# design 1

**Design 1: metal 1**

Scale: 2 px per µm. Supply wires on this layer in gray.
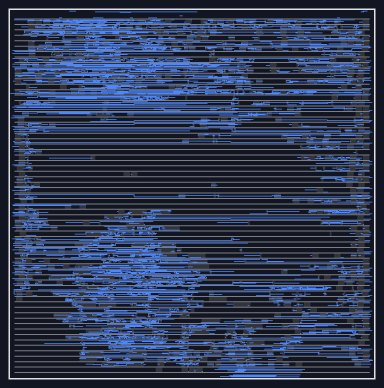

==> src/rtl/mem_bus_arbiter_pkg.sv <==
// Shared types for the memory bus arbiter: bus command encoding, client ids, owner-table entry.
`ifndef XLEN
`define XLEN 32
`endif

package mem_bus_arbiter_pkg;

  typedef enum logic [1:0] {
    BUS_NONE  = 2'd0,
    BUS_LOAD  = 2'd1,
    BUS_STORE = 2'd2
  } bus_cmd_t;

  typedef enum logic {
    CLIENT_ICACHE = 1'b0,
    CLIENT_DCACHE = 1'b1
  } mem_client_t;

  typedef struct packed {
    logic        valid;
    mem_client_t owner;
  } owner_entry_t;

  localparam int TAG_W = 4;
  // Instruction fetches always move a full 64-bit line word.
  localparam logic [1:0] ICACHE_FETCH_SIZE = 2'd3;

endpackage

==> src/rtl/mem_tag_table.sv <==
// Owner table for outstanding load tags: allocate on accept, retire on data return.
// Tracks the live-entry count and a sticky error for orphan returns or tag reuse.
import mem_bus_arbiter_pkg::*;

module mem_tag_table #(
  parameter int NUM_TAGS = 16
) (
  input  logic             clock,
  input  logic             reset,
  input  logic             alloc_en,
  input  logic [TAG_W-1:0] alloc_tag,
  input  mem_client_t      alloc_owner,
  input  logic [TAG_W-1:0] ret_tag,
  output logic             ret_hit,
  output mem_client_t      ret_owner,
  output logic [4:0]       outstanding,
  output logic             error
);

  owner_entry_t tbl [NUM_TAGS];
  owner_entry_t ret_entry;
  owner_entry_t alloc_entry;
  logic         post_reset;
  logic         ret_present;
  logic         same_tag;
  logic         alloc_live;
  logic         inc;
  logic         reuse_err;
  logic         miss_err;

  assign ret_entry   = tbl[ret_tag];
  assign alloc_entry = tbl[alloc_tag];
  assign ret_present = (ret_tag != '0);
  assign ret_hit     = ret_present && ret_entry.valid;
  assign ret_owner   = ret_entry.owner;

  // An entry retiring on this edge is free for reallocation, so it is neither reuse nor a count change.
  assign same_tag   = ret_hit && (ret_tag == alloc_tag);
  assign alloc_live = alloc_entry.valid && !same_tag;
  assign inc        = alloc_en && !alloc_live;
  assign reuse_err  = alloc_en && alloc_live;
  assign miss_err   = ret_present && !ret_entry.valid && !post_reset;

  always_ff @(posedge clock or posedge reset) begin
    if (reset) begin
      for (int i = 0; i < NUM_TAGS; i++) begin
        tbl[i] <= '{valid: 1'b0, owner: CLIENT_ICACHE};
      end
      outstanding <= '0;
      error       <= 1'b0;
      post_reset  <= 1'b1;
    end else begin
      if (ret_hit) tbl[ret_tag].valid <= 1'b0;
      if (alloc_en) begin
        tbl[alloc_tag] <= '{valid: 1'b1, owner: alloc_owner};
        post_reset     <= 1'b0;
      end
      outstanding <= outstanding + 5'(inc) - 5'(ret_hit);
      if (reuse_err || miss_err) error <= 1'b1;
    end
  end

endmodule

==> src/rtl/mem_bus_arbiter.sv <==
// Arbitrates icache/dcache onto the single memory bus and steers accept/return tags back.
// ARB_STARVE_GUARD_EN builds the icache starvation counter; otherwise dcache always wins.
import mem_bus_arbiter_pkg::*;

module mem_bus_arbiter #(
  parameter int STARVE_LIMIT = 4,
  parameter int NUM_TAGS     = 16
) (
  input  logic              clock,
  input  logic              reset,
  input  logic [1:0]        icache2mem_command,
  input  logic [`XLEN-1:0]  icache2mem_addr,
  input  logic [1:0]        dcache2mem_command,
  input  logic [`XLEN-1:0]  dcache2mem_addr,
  input  logic [63:0]       dcache2mem_data,
  input  logic [1:0]        dcache2mem_size,
  output logic [1:0]        proc2mem_command,
  output logic [`XLEN-1:0]  proc2mem_addr,
  output logic [63:0]       proc2mem_data,
  output logic [1:0]        proc2mem_size,
  input  logic [3:0]        mem2proc_response,
  input  logic [63:0]       mem2proc_data,
  input  logic [3:0]        mem2proc_tag,
  output logic [3:0]        mem2icache_response,
  output logic [3:0]        mem2dcache_response,
  output logic [3:0]        mem2icache_tag,
  output logic [3:0]        mem2dcache_tag,
  output logic [63:0]       mem2icache_data,
  output logic [63:0]       mem2dcache_data,
  output logic [4:0]        arb_outstanding,
  output logic              arb_error
);

  logic        live;
  logic        icache_req;
  logic        dcache_req;
  logic        force_icache;
  logic        grant_icache;
  logic        grant_dcache;
  logic        alloc_en;
  logic        ret_hit;
  mem_client_t ret_owner;

  assign live       = !reset;
  assign icache_req = (icache2mem_command != BUS_NONE);
  assign dcache_req = (dcache2mem_command != BUS_NONE);

`ifdef ARB_STARVE_GUARD_EN
  logic [2:0] starve_cnt;

  assign force_icache = (32'(starve_cnt) >= STARVE_LIMIT);

  always_ff @(posedge clock or posedge reset) begin
    if (reset) starve_cnt <= '0;
    else if (icache_req && !grant_icache) begin
      if (starve_cnt != 3'd7) starve_cnt <= starve_cnt + 3'd1;
    end else starve_cnt <= '0;
  end
`else
  logic [31:0] unused_starve_limit;
  assign unused_starve_limit = 32'(STARVE_LIMIT);
  assign force_icache = 1'b0;
`endif

  assign grant_dcache = dcache_req && !(force_icache && icache_req);
  assign grant_icache = icache_req && !grant_dcache;

  always_comb begin
    proc2mem_command = BUS_NONE;
    proc2mem_addr    = '0;
    proc2mem_data    = '0;
    proc2mem_size    = '0;
    if (live && grant_dcache) begin
      proc2mem_command = dcache2mem_command;
      proc2mem_addr    = dcache2mem_addr;
      proc2mem_data    = dcache2mem_data;
      proc2mem_size    = dcache2mem_size;
    end else if (live && grant_icache) begin
      proc2mem_command = icache2mem_command;
      proc2mem_addr    = icache2mem_addr;
      proc2mem_size    = ICACHE_FETCH_SIZE;
    end
  end

  assign mem2icache_response = (live && grant_icache) ? mem2proc_response : 4'd0;
  assign mem2dcache_response = (live && grant_dcache) ? mem2proc_response : 4'd0;
  assign mem2icache_tag  = (live && ret_hit && ret_owner == CLIENT_ICACHE) ? mem2proc_tag : 4'd0;
  assign mem2dcache_tag  = (live && ret_hit && ret_owner == CLIENT_DCACHE) ? mem2proc_tag : 4'd0;
  assign mem2icache_data = live ? mem2proc_data : 64'd0;
  assign mem2dcache_data = live ? mem2proc_data : 64'd0;

  assign alloc_en = live && (mem2proc_response != 4'd0) && (proc2mem_command == BUS_LOAD);

  mem_tag_table #(.NUM_TAGS(NUM_TAGS)) u_tag_table (
    .clock       (clock),
    .reset       (reset),
    .alloc_en    (alloc_en),
    .alloc_tag   (mem2proc_response),
    .alloc_owner (grant_dcache ? CLIENT_DCACHE : CLIENT_ICACHE),
    .ret_tag     (mem2proc_tag),
    .ret_hit     (ret_hit),
    .ret_owner   (ret_owner),
    .outstanding (arb_outstanding),
    .error       (arb_error)
  );

endmodule

==> config.mk <==
export PLATFORM = sky130hd
export DESIGN_NAME = mem_bus_arbiter
export DESIGN_NICKNAME = d
export VERILOG_FILES = /design/src/rtl/mem_bus_arbiter_pkg.sv /design/src/rtl/mem_tag_table.sv /design/src/rtl/mem_bus_arbiter.sv
export SDC_FILE = /design/constraint.sdc
export NUM_CORES = 1
export LEC_CHECK = 0
export ABC_AREA = 1
export CAP_MARGIN = 20
export CORE_AREA = 2 2 180 182
export CTS_CLUSTER_SIZE = 30
export DETAILED_ROUTE_END_ITERATION = 8
export DIE_AREA = 0 0 182 184
export MAX_ROUTING_LAYER = met4
export PLACE_DENSITY = 0.51
export SYNTH_ARGS = -nofsm -noshare
export SYNTH_HDL_FRONTEND = slang
export SYNTH_HIERARCHICAL = 1
export SYNTH_SLANG_ARGS = --single-unit
==> constraint.sdc <==
create_clock -name clock -period 4.77 [get_ports clock]
set_input_delay 0.954 -clock clock [delete_from_list [all_inputs] [get_ports clock]]
set_output_delay 0.954 -clock clock [all_outputs]
set_load 0.005 [all_outputs]
# design 2

$ cat config.mk
export PLATFORM = sky130hd
export DESIGN_NAME = bcd_display_converter_flat
export DESIGN_NICKNAME = d
export VERILOG_FILES = /design/src/rtl/bcd_display_converter_if.sv /design/src/rtl/bcd_display_converter.sv /design/src/flat_wrapper.sv
export SDC_FILE = /design/constraint.sdc
export NUM_CORES = 1
export LEC_CHECK = 0
export CORE_ASPECT_RATIO = 0.6
export CORE_UTILIZATION = 30
export CTS_CLUSTER_SIZE = 25
export DETAILED_ROUTE_END_ITERATION = 7
export PLACE_DENSITY = 0.56
export SLEW_MARGIN = 20
export SYNTH_ARGS = -nofsm -noshare
export SYNTH_HDL_FRONTEND = slang
export SYNTH_SLANG_ARGS = --single-unit
export TNS_END_PERCENT = 30
$ cat constraint.sdc
create_clock -name clk -period 2.2 [get_ports clk]
set_input_delay 0.44 -clock clk [delete_from_list [all_inputs] [get_ports clk]]
set_output_delay 0.44 -clock clk [all_outputs]
set_load 0.005 [all_outputs]
$ cat src/rtl/bcd_display_converter_if.sv
`default_nettype none
// ============================================================================
// Module : bcd_display_converter_if
// Start/busy/done request bus and display outputs of the BCD converter.
// Rev    : 1.0
// ============================================================================
interface bcd_display_converter_if #(
  parameter int WIDTH  = 8,
  parameter int DIGITS = 3
);
  logic                  i_start;
  logic [WIDTH-1:0]      i_bin;
  logic                  o_busy;
  logic                  o_done;
  logic [4*DIGITS-1:0]   o_bcd;
  logic                  o_overflow;
  logic [7*DIGITS-1:0]   o_hex;

  modport master (
    output i_start, i_bin,
    input  o_busy, o_done, o_bcd, o_overflow, o_hex
  );

  modport slave (
    input  i_start, i_bin,
    output o_busy, o_done, o_bcd, o_overflow, o_hex
  );
endinterface
`default_nettype wire

$ cat src/rtl/bcd_display_converter.sv
`default_nettype none
// ============================================================================
// Module : bcd_display_converter
// Serial double-dabble binary-to-BCD with per-digit seven-segment decode.
// Rev    : 1.0
// ============================================================================
module bcd_display_converter #(
  parameter int WIDTH          = 8,
  parameter int DIGITS         = 3,
  parameter bit BLANK_LZ       = 1'b1,
  parameter bit SEG_ACTIVE_LOW = 1'b0
) (
  input  wire logic              clk,
  input  wire logic              rst,
  bcd_display_converter_if.slave bus
);
  localparam int CNT_W = $clog2(WIDTH + 1);
  localparam int BW    = 4 * DIGITS;

  typedef enum logic [0:0] {
    S_IDLE  = 1'b0,
    S_SHIFT = 1'b1
  } state_t;

  state_t           r_state;
  logic [WIDTH-1:0] r_bin;
  logic [BW-1:0]    r_work;
  logic             r_sticky;
  logic [CNT_W-1:0] r_cnt;
  logic             r_busy;
  logic             r_done;
  logic             r_ovf;
  logic [BW-1:0]    r_bcd;

  logic [BW-1:0]    w_adj;
  logic [BW-1:0]    w_work_nxt;
  logic             w_sticky_nxt;

  genvar gi;

  generate
    for (gi = 0; gi < DIGITS; gi++) begin : g_adj
      assign w_adj[4*gi +: 4] = (r_work[4*gi +: 4] >= 4'd5) ?
                                (r_work[4*gi +: 4] + 4'd3) : r_work[4*gi +: 4];
    end
  endgenerate

  // Bit shifted out of the top digit means the value has reached 10^DIGITS.
  assign w_work_nxt   = {w_adj[BW-2:0], r_bin[WIDTH-1]};
  assign w_sticky_nxt = r_sticky | w_adj[BW-1];

  always_ff @(posedge clk or posedge rst) begin
    if (rst) begin
      r_state  <= S_IDLE;
      r_bin    <= '0;
      r_work   <= '0;
      r_sticky <= 1'b0;
      r_cnt    <= '0;
      r_busy   <= 1'b0;
      r_done   <= 1'b0;
      r_ovf    <= 1'b0;
      r_bcd    <= '0;
    end else begin
      r_done <= 1'b0;
      case (r_state)
        S_IDLE: begin
          if (bus.i_start) begin
            r_bin    <= bus.i_bin;
            r_work   <= '0;
            r_sticky <= 1'b0;
            r_cnt    <= CNT_W'(WIDTH);
            r_busy   <= 1'b1;
            r_state  <= S_SHIFT;
          end
        end
        S_SHIFT: begin
          r_bin    <= r_bin << 1;
          r_work   <= w_work_nxt;
          r_sticky <= w_sticky_nxt;
          r_cnt    <= r_cnt - CNT_W'(1);
          if (r_cnt == CNT_W'(1)) begin
            r_bcd   <= w_work_nxt;
            r_ovf   <= w_sticky_nxt;
            r_busy  <= 1'b0;
            r_done  <= 1'b1;
            r_state <= S_IDLE;
          end
        end
        default: r_state <= S_IDLE;
      endcase
    end
  end

  assign bus.o_busy     = r_busy;
  assign bus.o_done     = r_done;
  assign bus.o_bcd      = r_bcd;
  assign bus.o_overflow = r_ovf;

  function automatic logic [6:0] f_seg(input logic [3:0] d);
    case (d)
      4'd0:    f_seg = 7'h3F;
      4'd1:    f_seg = 7'h06;
      4'd2:    f_seg = 7'h5B;
      4'd3:    f_seg = 7'h4F;
      4'd4:    f_seg = 7'h66;
      4'd5:    f_seg = 7'h6D;
      4'd6:    f_seg = 7'h7D;
      4'd7:    f_seg = 7'h07;
      4'd8:    f_seg = 7'h7F;
      4'd9:    f_seg = 7'h6F;
      default: f_seg = 7'h00;
    endcase
  endfunction

  // w_lead[i]: digit i and every digit above it are zero.
  logic [DIGITS:1] w_lead;
  assign w_lead[DIGITS] = 1'b1;

  generate
    for (gi = 0; gi < DIGITS; gi++) begin : g_seg
      logic [3:0] w_dig;
      logic       w_blank;
      logic [6:0] w_pat;

      assign w_dig = r_bcd[4*gi +: 4];

      if (gi > 0) begin : g_lz
        assign w_lead[gi] = w_lead[gi+1] & (w_dig == 4'd0);
        assign w_blank    = BLANK_LZ & w_lead[gi];
      end else begin : g_d0
        assign w_blank = 1'b0;
      end

      assign w_pat = r_ovf   ? 7'h40 :
                     w_blank ? 7'h00 : f_seg(w_dig);
      assign bus.o_hex[7*gi +: 7] = SEG_ACTIVE_LOW ? ~w_pat : w_pat;
    end
  endgenerate

endmodule
`default_nettype wire

$ cat src/flat_wrapper.sv
// flat-port wrapper written by rule: the top's interface ports become plain ports
module bcd_display_converter_flat 
#(
  parameter int WIDTH          = 8,
  parameter int DIGITS         = 3,
  parameter bit BLANK_LZ       = 1'b1,
  parameter bit SEG_ACTIVE_LOW = 1'b0
)
  (clk, rst, bus_i_start, bus_i_bin, bus_o_busy, bus_o_done, bus_o_bcd, bus_o_overflow, bus_o_hex);
  bcd_display_converter_if #(.WIDTH(WIDTH), .DIGITS(DIGITS)) bus_i ();
  input  wire logic clk;
  input  wire logic rst;
  input wire logic [$bits(bus_i.i_start)-1:0] bus_i_start;
  input wire logic [$bits(bus_i.i_bin)-1:0] bus_i_bin;
  output wire logic [$bits(bus_i.o_busy)-1:0] bus_o_busy;
  output wire logic [$bits(bus_i.o_done)-1:0] bus_o_done;
  output wire logic [$bits(bus_i.o_bcd)-1:0] bus_o_bcd;
  output wire logic [$bits(bus_i.o_overflow)-1:0] bus_o_overflow;
  output wire logic [$bits(bus_i.o_hex)-1:0] bus_o_hex;
  assign bus_i.i_start = bus_i_start;
  assign bus_i.i_bin = bus_i_bin;
  assign bus_o_busy = bus_i.o_busy;
  assign bus_o_done = bus_i.o_done;
  assign bus_o_bcd = bus_i.o_bcd;
  assign bus_o_overflow = bus_i.o_overflow;
  assign bus_o_hex = bus_i.o_hex;
  bcd_display_converter #(.WIDTH(WIDTH), .DIGITS(DIGITS), .BLANK_LZ(BLANK_LZ), .SEG_ACTIVE_LOW(SEG_ACTIVE_LOW)) u_core (.clk(clk), .rst(rst), .bus(bus_i));
endmodule
# design 3

`src/rtl/bru_pkg.sv`:
```
// Shared definitions for the branch resolve unit: RV32 control-flow opcodes,
// branch funct3 encodings and the resolve FSM state encoding.
package bru_pkg;

  localparam logic [6:0] OP_BRANCH = 7'b1100011;
  localparam logic [6:0] OP_JAL    = 7'b1101111;
  localparam logic [6:0] OP_JALR   = 7'b1100111;

  typedef enum logic [2:0] {
    BEQ  = 3'b000,
    BNE  = 3'b001,
    BLT  = 3'b100,
    BGE  = 3'b101,
    BLTU = 3'b110,
    BGEU = 3'b111
  } funct3_e;

  typedef enum logic {
    S_RUN   = 1'b0,
    S_FLUSH = 1'b1
  } state_e;

endpackage

```
`src/rtl/branch_resolve_unit_cond.sv`:
```
// Branch condition decode: maps FUNCT3 and the comparator flags to a
// taken/illegal pair.
module branch_cond_decode
  import bru_pkg::*;
(
  input  logic [2:0] funct3_i,
  input  logic       br_eq_i,
  input  logic       br_lt_i,
  input  logic       br_ltu_i,
  output logic       taken_o,
  output logic       illegal_o
);

  always_comb begin
    taken_o   = 1'b0;
    illegal_o = 1'b0;
    case (funct3_i)
      BEQ:     taken_o = br_eq_i;
      BNE:     taken_o = ~br_eq_i;
      BLT:     taken_o = br_lt_i;
      BGE:     taken_o = ~br_lt_i;
      BLTU:    taken_o = br_ltu_i;
      BGEU:    taken_o = ~br_ltu_i;
      default: illegal_o = 1'b1;
    endcase
  end

endmodule

```
`src/rtl/branch_resolve_unit.sv`:
```
// Execute-stage branch/jump resolver with registered results, redirect pulse
// and timed fetch flush. Define BRU_STATS_EN to enable the statistics counters.
module branch_resolve_unit
  import bru_pkg::*;
#(
  parameter int XLEN         = 32,
  parameter int FLUSH_CYCLES = 2,
  parameter int CNT_W        = 32
) (
  input  logic             CLK,
  input  logic             RST,
  input  logic             IN_VALID,
  output logic             IN_READY,
  input  logic [6:0]       OPCODE,
  input  logic [2:0]       FUNCT3,
  input  logic [XLEN-1:0]  PC,
  input  logic [XLEN-1:0]  RS1,
  input  logic [XLEN-1:0]  IMM_B,
  input  logic [XLEN-1:0]  IMM_J,
  input  logic [XLEN-1:0]  IMM_I,
  input  logic             BR_EQ,
  input  logic             BR_LT,
  input  logic             BR_LTU,
  output logic             OUT_VALID,
  output logic             TAKEN,
  output logic [XLEN-1:0]  TARGET,
  output logic [XLEN-1:0]  LINK,
  output logic             REDIRECT,
  output logic             FLUSH,
  output logic             ILLEGAL,
  output logic             MISALIGN,
  output logic [CNT_W-1:0] STAT_BR_CNT,
  output logic [CNT_W-1:0] STAT_TAKEN_CNT
);

  // state   | meaning
  // S_RUN   | accepting instructions
  // S_FLUSH | squashing fetch/decode after a redirect, upstream stalled
  localparam logic [2:0] FLUSH_LOAD = 3'(FLUSH_CYCLES);

  state_e          state_q, state_d;
  logic [2:0]      cnt_q, cnt_d;
  logic            accept;
  logic            is_br, is_jal, is_jalr;
  logic            cond_taken, cond_illegal;
  logic [XLEN-1:0] link_d, br_tgt, jal_tgt, jalr_sum, jalr_tgt;
  logic            taken_d, illegal_d, misalign_d, redirect_d;
  logic [XLEN-1:0] target_d;

  logic            out_valid_q, taken_q, redirect_q, illegal_q, misalign_q;
  logic [XLEN-1:0] target_q, link_q;

  branch_cond_decode u_cond (
    .funct3_i  (FUNCT3),
    .br_eq_i   (BR_EQ),
    .br_lt_i   (BR_LT),
    .br_ltu_i  (BR_LTU),
    .taken_o   (cond_taken),
    .illegal_o (cond_illegal)
  );

  assign IN_READY = (state_q == S_RUN);
  assign accept   = IN_VALID & IN_READY;
  assign is_br    = (OPCODE == OP_BRANCH);
  assign is_jal   = (OPCODE == OP_JAL);
  assign is_jalr  = (OPCODE == OP_JALR);

  assign link_d   = PC + XLEN'(4);
  assign br_tgt   = PC + IMM_B;
  assign jal_tgt  = PC + IMM_J;
  assign jalr_sum = RS1 + IMM_I;
  assign jalr_tgt = {jalr_sum[XLEN-1:1], 1'b0};

  always_comb begin
    taken_d   = 1'b0;
    illegal_d = 1'b0;
    target_d  = link_d;
    if (is_br) begin
      taken_d   = cond_taken;
      illegal_d = cond_illegal;
      if (cond_taken) target_d = br_tgt;
    end else if (is_jal) begin
      taken_d  = 1'b1;
      target_d = jal_tgt;
    end else if (is_jalr) begin
      taken_d  = 1'b1;
      target_d = jalr_tgt;
    end
  end

  // A misaligned target traps elsewhere, so it neither redirects nor flushes.
  assign misalign_d = taken_d & target_d[1];
  assign redirect_d = taken_d & ~target_d[1];

  always_comb begin
    state_d = state_q;
    cnt_d   = cnt_q;
    case (state_q)
      S_RUN: begin
        if (accept && redirect_d && (FLUSH_CYCLES != 0)) begin
          state_d = S_FLUSH;
          cnt_d   = FLUSH_LOAD;
        end
      end
      S_FLUSH: begin
        cnt_d = cnt_q - 3'd1;
        if (cnt_q == 3'd1) state_d = S_RUN;
      end
      default: state_d = S_RUN;
    endcase
  end

  always_ff @(posedge CLK or posedge RST) begin
    if (RST) begin
      state_q     <= S_RUN;
      cnt_q       <= '0;
      out_valid_q <= 1'b0;
      redirect_q  <= 1'b0;
      taken_q     <= 1'b0;
      illegal_q   <= 1'b0;
      misalign_q  <= 1'b0;
      target_q    <= '0;
      link_q      <= '0;
    end else begin
      state_q     <= state_d;
      cnt_q       <= cnt_d;
      out_valid_q <= accept;
      redirect_q  <= accept & redirect_d;
      if (accept) begin
        taken_q    <= taken_d;
        illegal_q  <= illegal_d;
        misalign_q <= misalign_d;
        target_q   <= target_d;
        link_q     <= link_d;
      end
    end
  end

  assign OUT_VALID = out_valid_q;
  assign TAKEN     = taken_q;
  assign TARGET    = target_q;
  assign LINK      = link_q;
  assign REDIRECT  = redirect_q;
  assign FLUSH     = (state_q == S_FLUSH);
  assign ILLEGAL   = illegal_q;
  assign MISALIGN  = misalign_q;

`ifdef BRU_STATS_EN
  logic [CNT_W-1:0] br_cnt_q, taken_cnt_q;
  logic             counted;

  assign counted = is_br | is_jal | is_jalr;

  always_ff @(posedge CLK or posedge RST) begin
    if (RST) begin
      br_cnt_q    <= '0;
      taken_cnt_q <= '0;
    end else if (accept) begin
      if (counted && (br_cnt_q != {CNT_W{1'b1}}))
        br_cnt_q <= br_cnt_q + CNT_W'(1);
      if (taken_d && (taken_cnt_q != {CNT_W{1'b1}}))
        taken_cnt_q <= taken_cnt_q + CNT_W'(1);
    end
  end

  assign STAT_BR_CNT    = br_cnt_q;
  assign STAT_TAKEN_CNT = taken_cnt_q;
`else
  assign STAT_BR_CNT    = '0;
  assign STAT_TAKEN_CNT = '0;
`endif

endmodule

```
`config.mk`:
```
export PLATFORM = sky130hd
export DESIGN_NAME = branch_resolve_unit
export DESIGN_NICKNAME = d
export VERILOG_FILES = /design/src/rtl/bru_pkg.sv /design/src/rtl/branch_resolve_unit_cond.sv /design/src/rtl/branch_resolve_unit.sv
export SDC_FILE = /design/constraint.sdc
export NUM_CORES = 1
export LEC_CHECK = 0
export CORE_ASPECT_RATIO = 0.7
export CORE_MARGIN = 4
export CORE_UTILIZATION = 52
export CTS_CLUSTER_DIAMETER = 80
export DETAILED_ROUTE_END_ITERATION = 6
export PLACE_DENSITY = 0.87
export SETUP_SLACK_MARGIN = 0.1
export SLEW_MARGIN = 20
export SYNTH_ARGS = -nofsm -noshare
export SYNTH_HDL_FRONTEND = slang
export SYNTH_SLANG_ARGS = --single-unit
```
`constraint.sdc`:
```
create_clock -name CLK -period 4.8 [get_ports CLK]
set_input_delay 0.48 -clock CLK [delete_from_list [all_inputs] [get_ports CLK]]
set_output_delay 0.48 -clock CLK [all_outputs]
set_load 0.005 [all_outputs]
```
# design 4

$ cat config.mk
export PLATFORM = sky130hd
export DESIGN_NAME = axi_wr_arbiter
export DESIGN_NICKNAME = d
export VERILOG_FILES = /design/src/rtl/axi_cache_pkg.sv /design/src/rtl/axi_rr_arb2.sv /design/src/rtl/axi_wr_arbiter.sv
export SDC_FILE = /design/constraint.sdc
export NUM_CORES = 1
export LEC_CHECK = 0
export CORE_AREA = 2 2 156 158
export DETAILED_ROUTE_END_ITERATION = 8
export DIE_AREA = 0 0 158 160
export SYNTH_ARGS = -nofsm -noshare
export SYNTH_HDL_FRONTEND = slang
export SYNTH_HIERARCHICAL = 1
export SYNTH_SLANG_ARGS = --single-unit
$ cat constraint.sdc
create_clock -name clk -period 4.4 [get_ports clk]
set_input_delay 1.1 -clock clk [delete_from_list [all_inputs] [get_ports clk]]
set_output_delay 1.1 -clock clk [all_outputs]
set_load 0.05 [all_outputs]
$ cat src/rtl/axi_cache_pkg.sv
// Shared types and constants for the AXI write-path blocks.
// Burst/response encodings, arbiter FSM states, AXI length width.
package axi_cache_pkg;

    localparam int AXI_LEN_W = 8;

    typedef enum logic [1:0] {
        BURST_FIXED = 2'b00,
        BURST_INCR  = 2'b01,
        BURST_WRAP  = 2'b10
    } axi_burst_e;

    typedef enum logic [1:0] {
        RESP_OKAY   = 2'b00,
        RESP_EXOKAY = 2'b01,
        RESP_SLVERR = 2'b10,
        RESP_DECERR = 2'b11
    } axi_resp_e;

    typedef enum logic [1:0] {
        IDLE = 2'b00,
        AW   = 2'b01,
        W    = 2'b10
    } wr_arb_state_e;

endpackage

$ cat src/rtl/axi_rr_arb2.sv
// Two-way grant select; round-robin pointer when WR_ARB_RR_EN is
// defined, otherwise fixed priority with requester 0 winning.
module axi_rr_arb2 (
    input  logic       clk,
    input  logic       rst,
    input  logic [1:0] req_i,
    input  logic       upd_i,
    input  logic       served_i,
    output logic       gnt_o
);

`ifdef WR_ARB_RR_EN
    logic ptr_q, ptr_d;

    always_comb begin
        ptr_d = ptr_q;
        if (upd_i) ptr_d = ~served_i;
    end

    always_ff @(posedge clk) begin
        if (rst) ptr_q <= 1'b0;
        else     ptr_q <= ptr_d;
    end

    assign gnt_o = (&req_i) ? ptr_q : req_i[1];
`else
    logic unused;
    assign unused = ^{clk, rst, upd_i, served_i};
    assign gnt_o  = ~req_i[0] & req_i[1];
`endif

endmodule

$ cat src/rtl/axi_wr_arbiter.sv
// Two-requester AXI4 write arbiter with ID tagging, B routing and
// outstanding bound. WR_ARB_RR_EN selects round-robin arbitration.
module axi_wr_arbiter
    import axi_cache_pkg::*;
#(
    parameter int AXI_ADDR_WIDTH  = 32,
    parameter int AXI_DATA_WIDTH  = 64,
    parameter int AXI_ID_WIDTH    = 4,
    parameter int MAX_OUTSTANDING = 4
) (
    input  logic                          clk,
    input  logic                          rst,
    input  logic                          s0_awvalid,
    output logic                          s0_awready,
    input  logic [AXI_ADDR_WIDTH-1:0]     s0_awaddr,
    input  logic [AXI_ID_WIDTH-1:0]       s0_awid,
    input  logic [AXI_LEN_W-1:0]          s0_awlen,
    input  logic [2:0]                    s0_awsize,
    input  logic [1:0]                    s0_awburst,
    input  logic                          s0_wvalid,
    output logic                          s0_wready,
    input  logic [AXI_DATA_WIDTH-1:0]     s0_wdata,
    input  logic [AXI_DATA_WIDTH/8-1:0]   s0_wstrb,
    input  logic                          s0_wlast,
    output logic                          s0_bvalid,
    input  logic                          s0_bready,
    output logic [1:0]                    s0_bresp,
    output logic [AXI_ID_WIDTH-1:0]       s0_bid,
    input  logic                          s1_awvalid,
    output logic                          s1_awready,
    input  logic [AXI_ADDR_WIDTH-1:0]     s1_awaddr,
    input  logic [AXI_ID_WIDTH-1:0]       s1_awid,
    input  logic [AXI_LEN_W-1:0]          s1_awlen,
    input  logic [2:0]                    s1_awsize,
    input  logic [1:0]                    s1_awburst,
    input  logic                          s1_wvalid,
    output logic                          s1_wready,
    input  logic [AXI_DATA_WIDTH-1:0]     s1_wdata,
    input  logic [AXI_DATA_WIDTH/8-1:0]   s1_wstrb,
    input  logic                          s1_wlast,
    output logic                          s1_bvalid,
    input  logic                          s1_bready,
    output logic [1:0]                    s1_bresp,
    output logic [AXI_ID_WIDTH-1:0]       s1_bid,
    output logic                          m_awvalid,
    input  logic                          m_awready,
    output logic [AXI_ADDR_WIDTH-1:0]     m_awaddr,
    output logic [AXI_ID_WIDTH:0]         m_awid,
    output logic [AXI_LEN_W-1:0]          m_awlen,
    output logic [2:0]                    m_awsize,
    output logic [1:0]                    m_awburst,
    output logic                          m_wvalid,
    input  logic                          m_wready,
    output logic [AXI_DATA_WIDTH-1:0]     m_wdata,
    output logic [AXI_DATA_WIDTH/8-1:0]   m_wstrb,
    output logic                          m_wlast,
    input  logic                          m_bvalid,
    output logic                          m_bready,
    input  logic [1:0]                    m_bresp,
    input  logic [AXI_ID_WIDTH:0]         m_bid,
    output logic                          wlast_err
);

    localparam int CW = $clog2(MAX_OUTSTANDING + 1);
    localparam logic [CW-1:0] MAX_C = CW'(MAX_OUTSTANDING);

    wr_arb_state_e        state_q, state_d;
    logic                 g_q, g_d;
    logic [AXI_LEN_W-1:0] len_q, len_d;
    logic [AXI_LEN_W-1:0] beat_q, beat_d;
    logic [CW-1:0]        outst_q, outst_d;
    logic                 err_q, err_d;
    logic                 arb_g, arb_upd;
    logic                 sg_awvalid, sg_wvalid, sg_wlast;
    logic                 aw_hs, b_hs, bsel;

    axi_rr_arb2 u_arb (
        .clk      (clk),
        .rst      (rst),
        .req_i    ({s1_awvalid, s0_awvalid}),
        .upd_i    (arb_upd),
        .served_i (g_q),
        .gnt_o    (arb_g)
    );

    assign sg_awvalid = g_q ? s1_awvalid : s0_awvalid;
    assign sg_wvalid  = g_q ? s1_wvalid  : s0_wvalid;
    assign sg_wlast   = g_q ? s1_wlast   : s0_wlast;

    assign m_awaddr  = g_q ? s1_awaddr  : s0_awaddr;
    assign m_awid    = {g_q, g_q ? s1_awid : s0_awid};
    assign m_awlen   = g_q ? s1_awlen   : s0_awlen;
    assign m_awsize  = g_q ? s1_awsize  : s0_awsize;
    assign m_awburst = g_q ? s1_awburst : s0_awburst;
    assign m_wdata   = g_q ? s1_wdata   : s0_wdata;
    assign m_wstrb   = g_q ? s1_wstrb   : s0_wstrb;
    assign wlast_err = err_q;

    always_comb begin
        state_d    = state_q;
        g_d        = g_q;
        len_d      = len_q;
        beat_d     = beat_q;
        err_d      = err_q;
        arb_upd    = 1'b0;
        m_awvalid  = 1'b0;
        m_wvalid   = 1'b0;
        m_wlast    = 1'b0;
        s0_awready = 1'b0;
        s1_awready = 1'b0;
        s0_wready  = 1'b0;
        s1_wready  = 1'b0;
        unique case (state_q)
            IDLE: begin
                if ((s0_awvalid || s1_awvalid) && outst_q < MAX_C) begin
                    g_d     = arb_g;
                    len_d   = arb_g ? s1_awlen : s0_awlen;
                    state_d = AW;
                end
            end
            AW: begin
                m_awvalid  = sg_awvalid;
                s0_awready = ~g_q & m_awready;
                s1_awready =  g_q & m_awready;
                if (m_awvalid && m_awready) begin
                    beat_d  = '0;
                    state_d = W;
                end
            end
            W: begin
                m_wvalid  = sg_wvalid;
                m_wlast   = (beat_q == len_q);
                s0_wready = ~g_q & m_wready;
                s1_wready =  g_q & m_wready;
                if (m_wvalid && m_wready) begin
                    beat_d = beat_q + 1'b1;
                    if (sg_wlast != m_wlast) err_d = 1'b1;
                    if (m_wlast) begin
                        state_d = IDLE;
                        arb_upd = 1'b1;
                    end
                end
            end
            default: state_d = IDLE;
        endcase
    end

    // B routing is purely combinational on the requester tag bit
    assign bsel      = m_bid[AXI_ID_WIDTH];
    assign s0_bvalid = m_bvalid & ~bsel;
    assign s1_bvalid = m_bvalid &  bsel;
    assign m_bready  = bsel ? s1_bready : s0_bready;
    assign s0_bid    = m_bid[AXI_ID_WIDTH-1:0];
    assign s1_bid    = m_bid[AXI_ID_WIDTH-1:0];
    assign s0_bresp  = m_bresp;
    assign s1_bresp  = m_bresp;

    assign aw_hs = m_awvalid & m_awready;
    assign b_hs  = m_bvalid & m_bready;

    always_comb begin
        outst_d = outst_q;
        if (aw_hs && !b_hs)
            outst_d = outst_q + 1'b1;
        else if (!aw_hs && b_hs && outst_q != '0)
            outst_d = outst_q - 1'b1;
    end

    always_ff @(posedge clk) begin
        if (rst) begin
            state_q <= IDLE;
            g_q     <= 1'b0;
            len_q   <= '0;
            beat_q  <= '0;
            outst_q <= '0;
            err_q   <= 1'b0;
        end else begin
            state_q <= state_d;
            g_q     <= g_d;
            len_q   <= len_d;
            beat_q  <= beat_d;
            outst_q <= outst_d;
            err_q   <= err_d;
        end
    end

endmodule

**Design 3: met2 routing**

Scale: 3 px per µm.
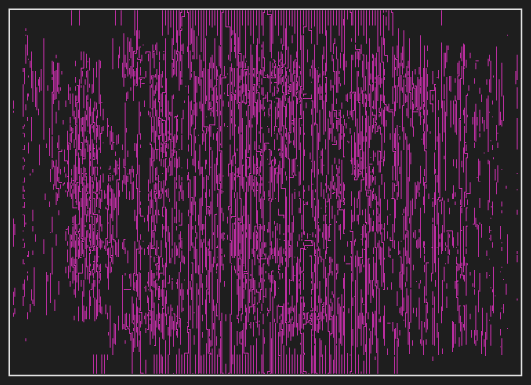
The layer holds 39% of the routed length. 1464 nets have wire on it. The layer carries 14000 µm of wire.
met2 Track Usage GR: 0.450
final wirelength: 35.8 mm
vias after detailed routing: 10500

**Design 3: the metal 3 layer**

Scale: 3 px per µm.
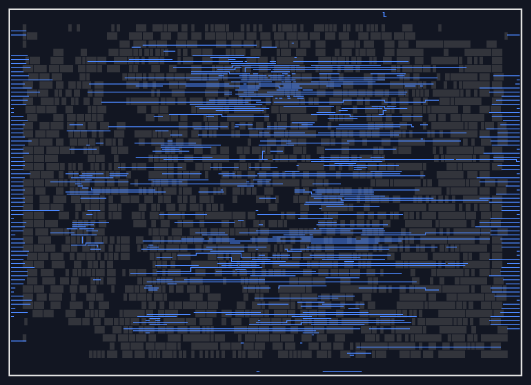
The wires run mostly horizontal. The layer holds 16% of the routed length. The longest straight run is 90.2 µm. The layer carries 5650 µm of wire. 353 nets have wire on it.

==> results_tabular.tex, design 3 <==
% Synthesis and place-and-route results
\begin{tabular}{lr}
\hline
Metric & Value \\
\hline
\multicolumn{2}{l}{\textbf{Floorplanning}} \\
\quad Die height & between 100 and 150 µm \\
\quad Number of I/O pins & between 300 and 400 \\
\quad Init Core Util & 0.530 \\
\multicolumn{2}{l}{\textbf{Global route}} \\
\quad Largest net degree at the start of global routing & between 70 and 80 \\
\multicolumn{2}{l}{\textbf{CTS}} \\
\quad Worst-skew pair later-pin latency & 0.35 ns \\
\quad Htree depth & 3 \\
\multicolumn{2}{l}{\textbf{Status}} \\
\quad Violations in the final reports & design-rule violations \\
\quad Result of the run & finished with violations \\
\multicolumn{2}{l}{\textbf{Flow run}} \\
\quad Max-cap viol count & 0 \\
\multicolumn{2}{l}{\textbf{Synthesis}} \\
\quad Part of the Yosys area used for sequential elements & 0.191 \\
\quad Post-synthesis async set-or-reset flop share & 1.00 \\
\quad Share of the synthesized area in the top cell type & 0.191 \\
\multicolumn{2}{l}{\textbf{Route}} \\
\quad Detailed-route DRC error count & 2 \\
\multicolumn{2}{l}{\textbf{Power}} \\
\quad Switching power & roughly 1.1 mW \\
\multicolumn{2}{l}{\textbf{Setup path}} \\
\quad Data required time at the worst endpoint & roughly 5 ns \\
\quad Highest-delay cell along the critical path & clkdlybuf4s50\_1 \\
\quad Critical path class & in -> reg \\
\multicolumn{2}{l}{\textbf{Finish}} \\
\quad Highest-count cells in the layout ignoring fill and taps & clkdlybuf4s50\_1 (246), nand2\_1 (158), a21oi\_1 (110) \\
\quad Area fraction of clock buffers and clock inverters & 0.0268 \\
\hline
\end{tabular}
## design 3: per-layer routing
layer	up-vias	part of all wire	global-route usage
met5	-	0.00039	0
met4	2	0.021	0.0773
met3	71	0.16	0.135
met2	723	0.39	0.450
met1	4836	0.43	0.485
li1	4890	-	-
## design 3: through the flow
stage                     instance area (µm²)   util  std cells
after floorplan                          9810      -       1309
after global placement                  12000  0.662       1692
after detailed placement                12000  0.662       1692
after CTS                               12300  0.681       1708
after global routing                    12300  0.681       1708
final                                   12300  0.681       1708
**Design 1: met2 routing**

Scale: 2 px per µm.
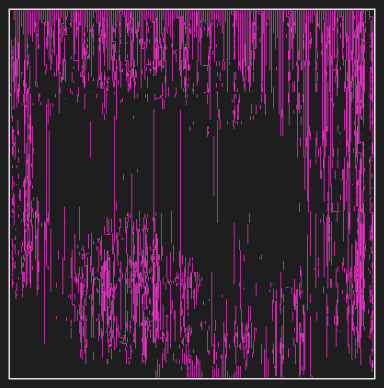
1168 nets have wire on it. The wires run mostly vertical.
vias after detailed routing: 6352
final wirelength: 33.9 mm
met2 Track Usage GR: 0.295

## Picture notes: 'metal 1' of design 1
The layer holds 45% of the routed length. The layer carries 15200 µm of wire. The longest straight run is 107 µm. 1232 nets have wire on it.
met1 global-route usage: 0.265

==> results_tabular.tex, design 1 <==
% Synthesis and place-and-route results
\begin{tabular}{lr}
\hline
Metric & Value \\
\hline
\multicolumn{2}{l}{\textbf{Status}} \\
\quad Result of the run & finished, final reports clean \\
\multicolumn{2}{l}{\textbf{Global route}} \\
\quad Largest net degree at the start of global routing & 65 \\
\multicolumn{2}{l}{\textbf{Finish}} \\
\quad Post-layout net count & 1398 \\
\quad Final non-filler cell area & 9190 µm² \\
\quad Flip-flop and latch share of the layout cell area & 0.106 \\
\quad Reg area & roughly 1000 µm² \\
\quad Most frequent logic cell in the layout & clkdlybuf4s50\_1 \\
\quad Layout cell share with drive strength beyond 1 & 0.0397 \\
\multicolumn{2}{l}{\textbf{Setup path}} \\
\quad Series of cell instances along the critical path & clkdlybuf4s50\_1, nand2\_1, inv\_1, nand2\_1, nand2\_1, inv\_2, nand2\_4, inv\_2, nor2\_1, nand3\_1, nor2\_1, clkdlybuf4s50\_1 \\
\quad CP Capture Point & mem2dcache\_tag[2] \\
\multicolumn{2}{l}{\textbf{Synthesis}} \\
\quad Post-synthesis average cell area & 5.61 µm² \\
\quad Multiplexer share of the synthesized area & 0 \\
\multicolumn{2}{l}{\textbf{Power}} \\
\quad Peak ir drop on the vdd network & 0.000123 V \\
\multicolumn{2}{l}{\textbf{Route}} \\
\quad Met3 Wirelength & approximately 3.5 mm \\
\quad Average wire per standard cell & between 20 and 25 µm \\
\multicolumn{2}{l}{\textbf{Final timing}} \\
\quad Final TNS setup & 0 ns \\
\quad Headroom to the max-slew limit & 0.427 \\
\multicolumn{2}{l}{\textbf{Floorplanning}} \\
\quad Number of I/O pins & $\sim$460 \\
\hline
\end{tabular}
## design 1: cells in the mapped netlist (all sizes together)
cell	count
ha	5
fa	1
a21oi	4
nand3	20
dfstp	1
nor3	2
o21ai	47
clkbuf	6
buf	91
a22oi	1
dfrtp	38
xnor2	2
nand4	40
nand2	184
inv	183
nand3b	1
nor2	169
xor2	4
## design 1: power by group
group	leakage (nW)	internal, mW	switching [mW]
logic	3.83	0.495	0.404
clock network	0.0759	0.244	0.133
registers	0.484	0.395	0.0527
total	4.39	1.13	0.589
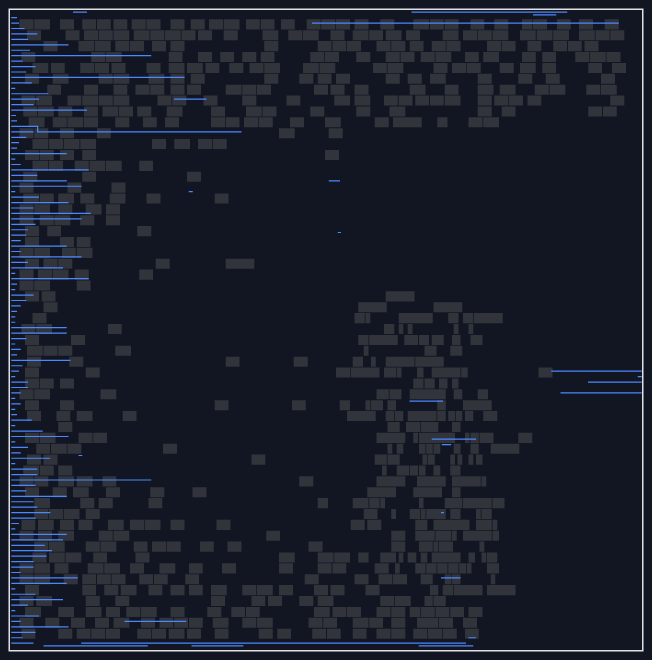
**Above:** design 4 (the metal 3 layer).
Scale: 4 px per µm.
133 nets have wire on it. The wires run mostly horizontal. The layer carries 1230 µm of wire. The longest straight run is 95.9 µm.

==> results_tabular.tex, design 4 <==
% Synthesis and place-and-route results
\begin{tabular}{lr}
\hline
Metric & Value \\
\hline
\multicolumn{2}{l}{\textbf{Floorplanning}} \\
\quad Init Core Util & 0.122 \\
\quad \# rows & 57 \\
\multicolumn{2}{l}{\textbf{Setup path}} \\
\quad Element type at the critical path end & primary output \\
\quad CP Capture Point & s1\_awready \\
\multicolumn{2}{l}{\textbf{Finish}} \\
\quad Final core occ & 0.300 \\
\multicolumn{2}{l}{\textbf{Synthesis}} \\
\quad Total of warnings raised by yosys & 6 \\
\quad Post-synthesis average cell area & roughly 9.6 µm² \\
\quad Synthesized Nets & around 570 \\
\multicolumn{2}{l}{\textbf{CTS}} \\
\quad Post-cts hold buffer count & 0 \\
\quad Number of resized instances in the post-cts repair step & 0 \\
\quad Clock-pin slew on the worst setup and hold paths & roughly 0.060 ns \\
\quad Number of buffers added for setup after CTS & 0 \\
\multicolumn{2}{l}{\textbf{Final timing}} \\
\quad Final critical delay including setup and external delays & 3.92 ns \\
\multicolumn{2}{l}{\textbf{Route}} \\
\quad Topmost layer with routed signal wires & met4 \\
\quad Met2 wire len & a little over 9 mm \\
\multicolumn{2}{l}{\textbf{Flow run}} \\
\quad Max-cap viol count & 0 \\
\multicolumn{2}{l}{\textbf{Placed design}} \\
\quad Cell count after placement & 989 \\
\multicolumn{2}{l}{\textbf{Status}} \\
\quad Result of the run & finished, final reports clean \\
\multicolumn{2}{l}{\textbf{Global route}} \\
\quad Met3 usage & 0.0377 \\
\quad Remaining Overflow, GRT & 0 \\
\quad GRT busiest layer & met2 \\
\multicolumn{2}{l}{\textbf{Power}} \\
\quad Total power after layout & between 1 and 1.5 mW \\
\hline
\end{tabular}
design 4: cell type report:
cell class / instances / area, µm²
timing repair buffer: 393 / 3940
sequential: 23 / 464
inverter: 4 / 15.0
multi-input combinational: 245 / 2240
fill: 2566 / 16700
clock buffer: 3 / 75.1
antenna: 3 / 7.51
clock inverter: 1 / 5.00
tap: 324 / 405
design 4: power by group through the flow:
stage	combinational [mW]	clock (mW)	sequential (mW)
after floorplan	0.611	0	0.240
after global placement	1.03	0	0.255
after detailed placement	1.03	0	0.255
after CTS	1.03	0.206	0.250
after global routing	1.08	0.214	0.253
final	1.03	0.199	0.249
**Design 2: the metal 3 layer**

Scale: 6 px per µm.
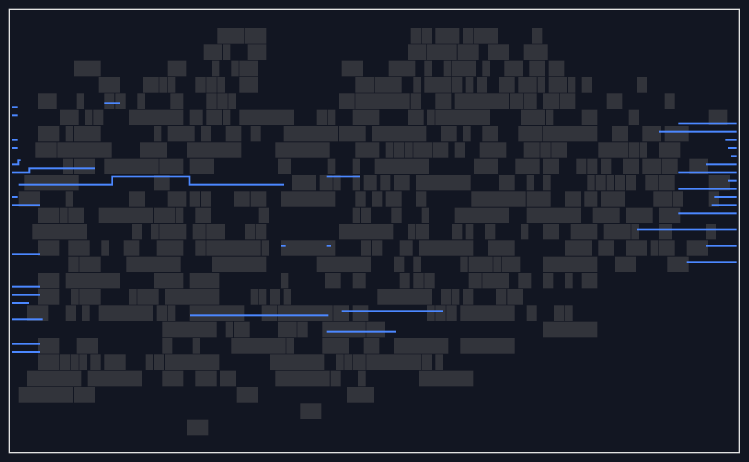
The layer carries 255 µm of wire. The longest straight run is 22.8 µm. The wires run mostly horizontal. 33 nets have wire on it.

**Design 2: clock distribution**

Scale: 3 px per µm.
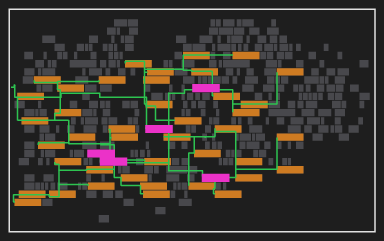
Green stands for clock wires, length 570 µm. Magenta stands for clock drivers, count 5. Orange stands for flip-flops, count 41.
There are 6 routed clock nets.
worst-skew pair later-pin latency: 0.28 ns
Clock Power: 762 µW
Fin Clk Skew: 0.00570 ns
clock network power share: 0.144

==> results_tabular.tex, design 2 <==
% Synthesis and place-and-route results
\begin{tabular}{lr}
\hline
Metric & Value \\
\hline
\multicolumn{2}{l}{\textbf{Status}} \\
\quad Result of the run & finished with violations \\
\quad Violations in the final reports & negative setup slack \\
\multicolumn{2}{l}{\textbf{Global route}} \\
\quad GRT busiest layer & met2 \\
\quad Antenna violations before repair & 0 \\
\multicolumn{2}{l}{\textbf{Synthesis}} \\
\quad Area share of fa/ha/maj cells after synthesis & 0.112 \\
\quad Part of the Yosys area used for sequential elements & 0.400 \\
\quad Simple-Gate Fraction of Synth Area & 0.179 \\
\multicolumn{2}{l}{\textbf{Hold path}} \\
\quad Worst hold path startpoint & u\_core.r\_bin[3]\$\_DFFE\_PP0P\_ \\
\multicolumn{2}{l}{\textbf{Flow run}} \\
\quad Max-cap viol count & 0 \\
\multicolumn{2}{l}{\textbf{Power}} \\
\quad Comb. pwr & $\sim$3.1 mW \\
\multicolumn{2}{l}{\textbf{Setup path}} \\
\quad Series of cell instances along the critical path & inv\_2, ha\_4, and4\_4, or3b\_4, buf\_6, a21oi\_2, buf\_2 \\
\quad Origin of the critical flop-to-flop path & u\_core.r\_work[4]\$\_DFFE\_PP0P\_ \\
\quad Worst Reg2Reg Path Length in Cells & 6 \\
\multicolumn{2}{l}{\textbf{Final timing}} \\
\quad Number of failing setup endpoints in the final timing report & 5 \\
\quad Least setup slack across all paths after layout & -0.0610 ns \\
\quad Total count of max-transition violations in the final report & 0 \\
\multicolumn{2}{l}{\textbf{CTS}} \\
\quad Clock tree from TritonCTS & built \\
\multicolumn{2}{l}{\textbf{Route}} \\
\quad Vias after detailed routing & 2192 \\
\quad Met2 wire len & about 2.6 mm \\
\multicolumn{2}{l}{\textbf{Finish}} \\
\quad Reg area & between 1000 and 1500 µm² \\
\hline
\end{tabular}
==> design 2: state kept, by name, indices dropped and copies added (netlist names) <==
register and flops:
u_core.r_cnt 4, u_core.bus.o_done 1, u_core.r_state 1, u_core.r_sticky 1, u_core.bus.o_overflow 1, u_core.r_work 12, u_core.r_bin 8, u_core.bus.o_bcd 12
u_core.bus.o_busy 1
==> design 2: worst register-to-register path, cell delays in order, from the launching register on <==
cell	delay, ns
dfrtp_1	0.41
inv_1	0.11
ha_1	0.25
nand2b_1	0.10
a21oi_1	0.26
mux2_2	0.40
o21ai_1	0.12


==> notes/layouts.md <==
Pictures saved along the way, in no particular order.

Metal 1.
image #1
Scale: 4 px per µm. Supply wires on this layer in gray.
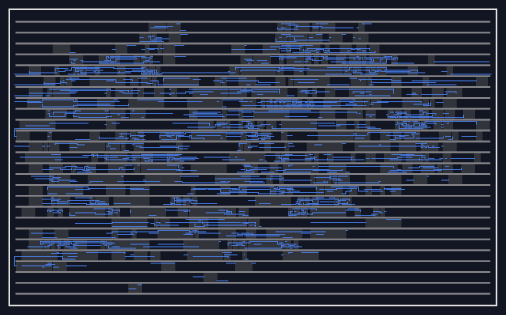
image #2
Scale: 3 px per µm. Supply wires on this layer in gray.
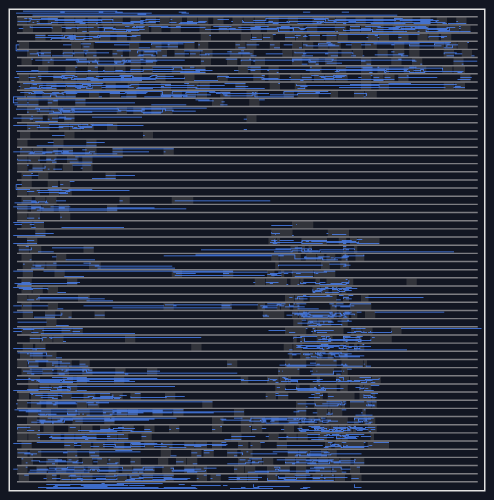
image #3
Scale: 3 px per µm. Supply wires on this layer in gray.
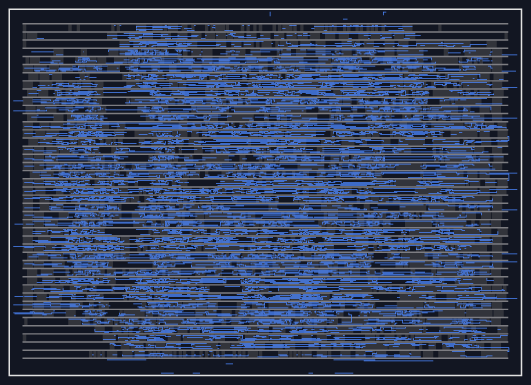
For design 2, see image #1.
For design 3, see image #3.
For design 4, see image #2.


## Gallery

Congestion heat map.
(a)
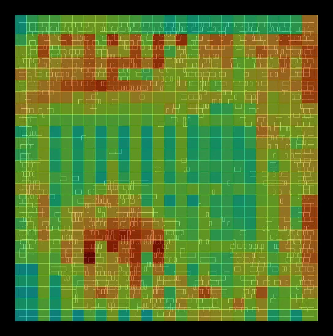
(b)
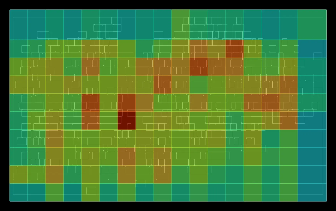
(c)
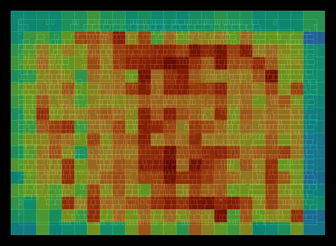
(d)
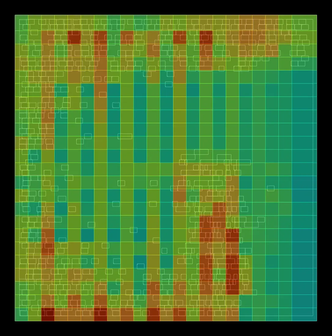
(b) comes from design 2.
(d) comes from design 4.
(a) comes from design 1.
(c) comes from design 3.

Power is estimated from default activity; no workload was simulated.
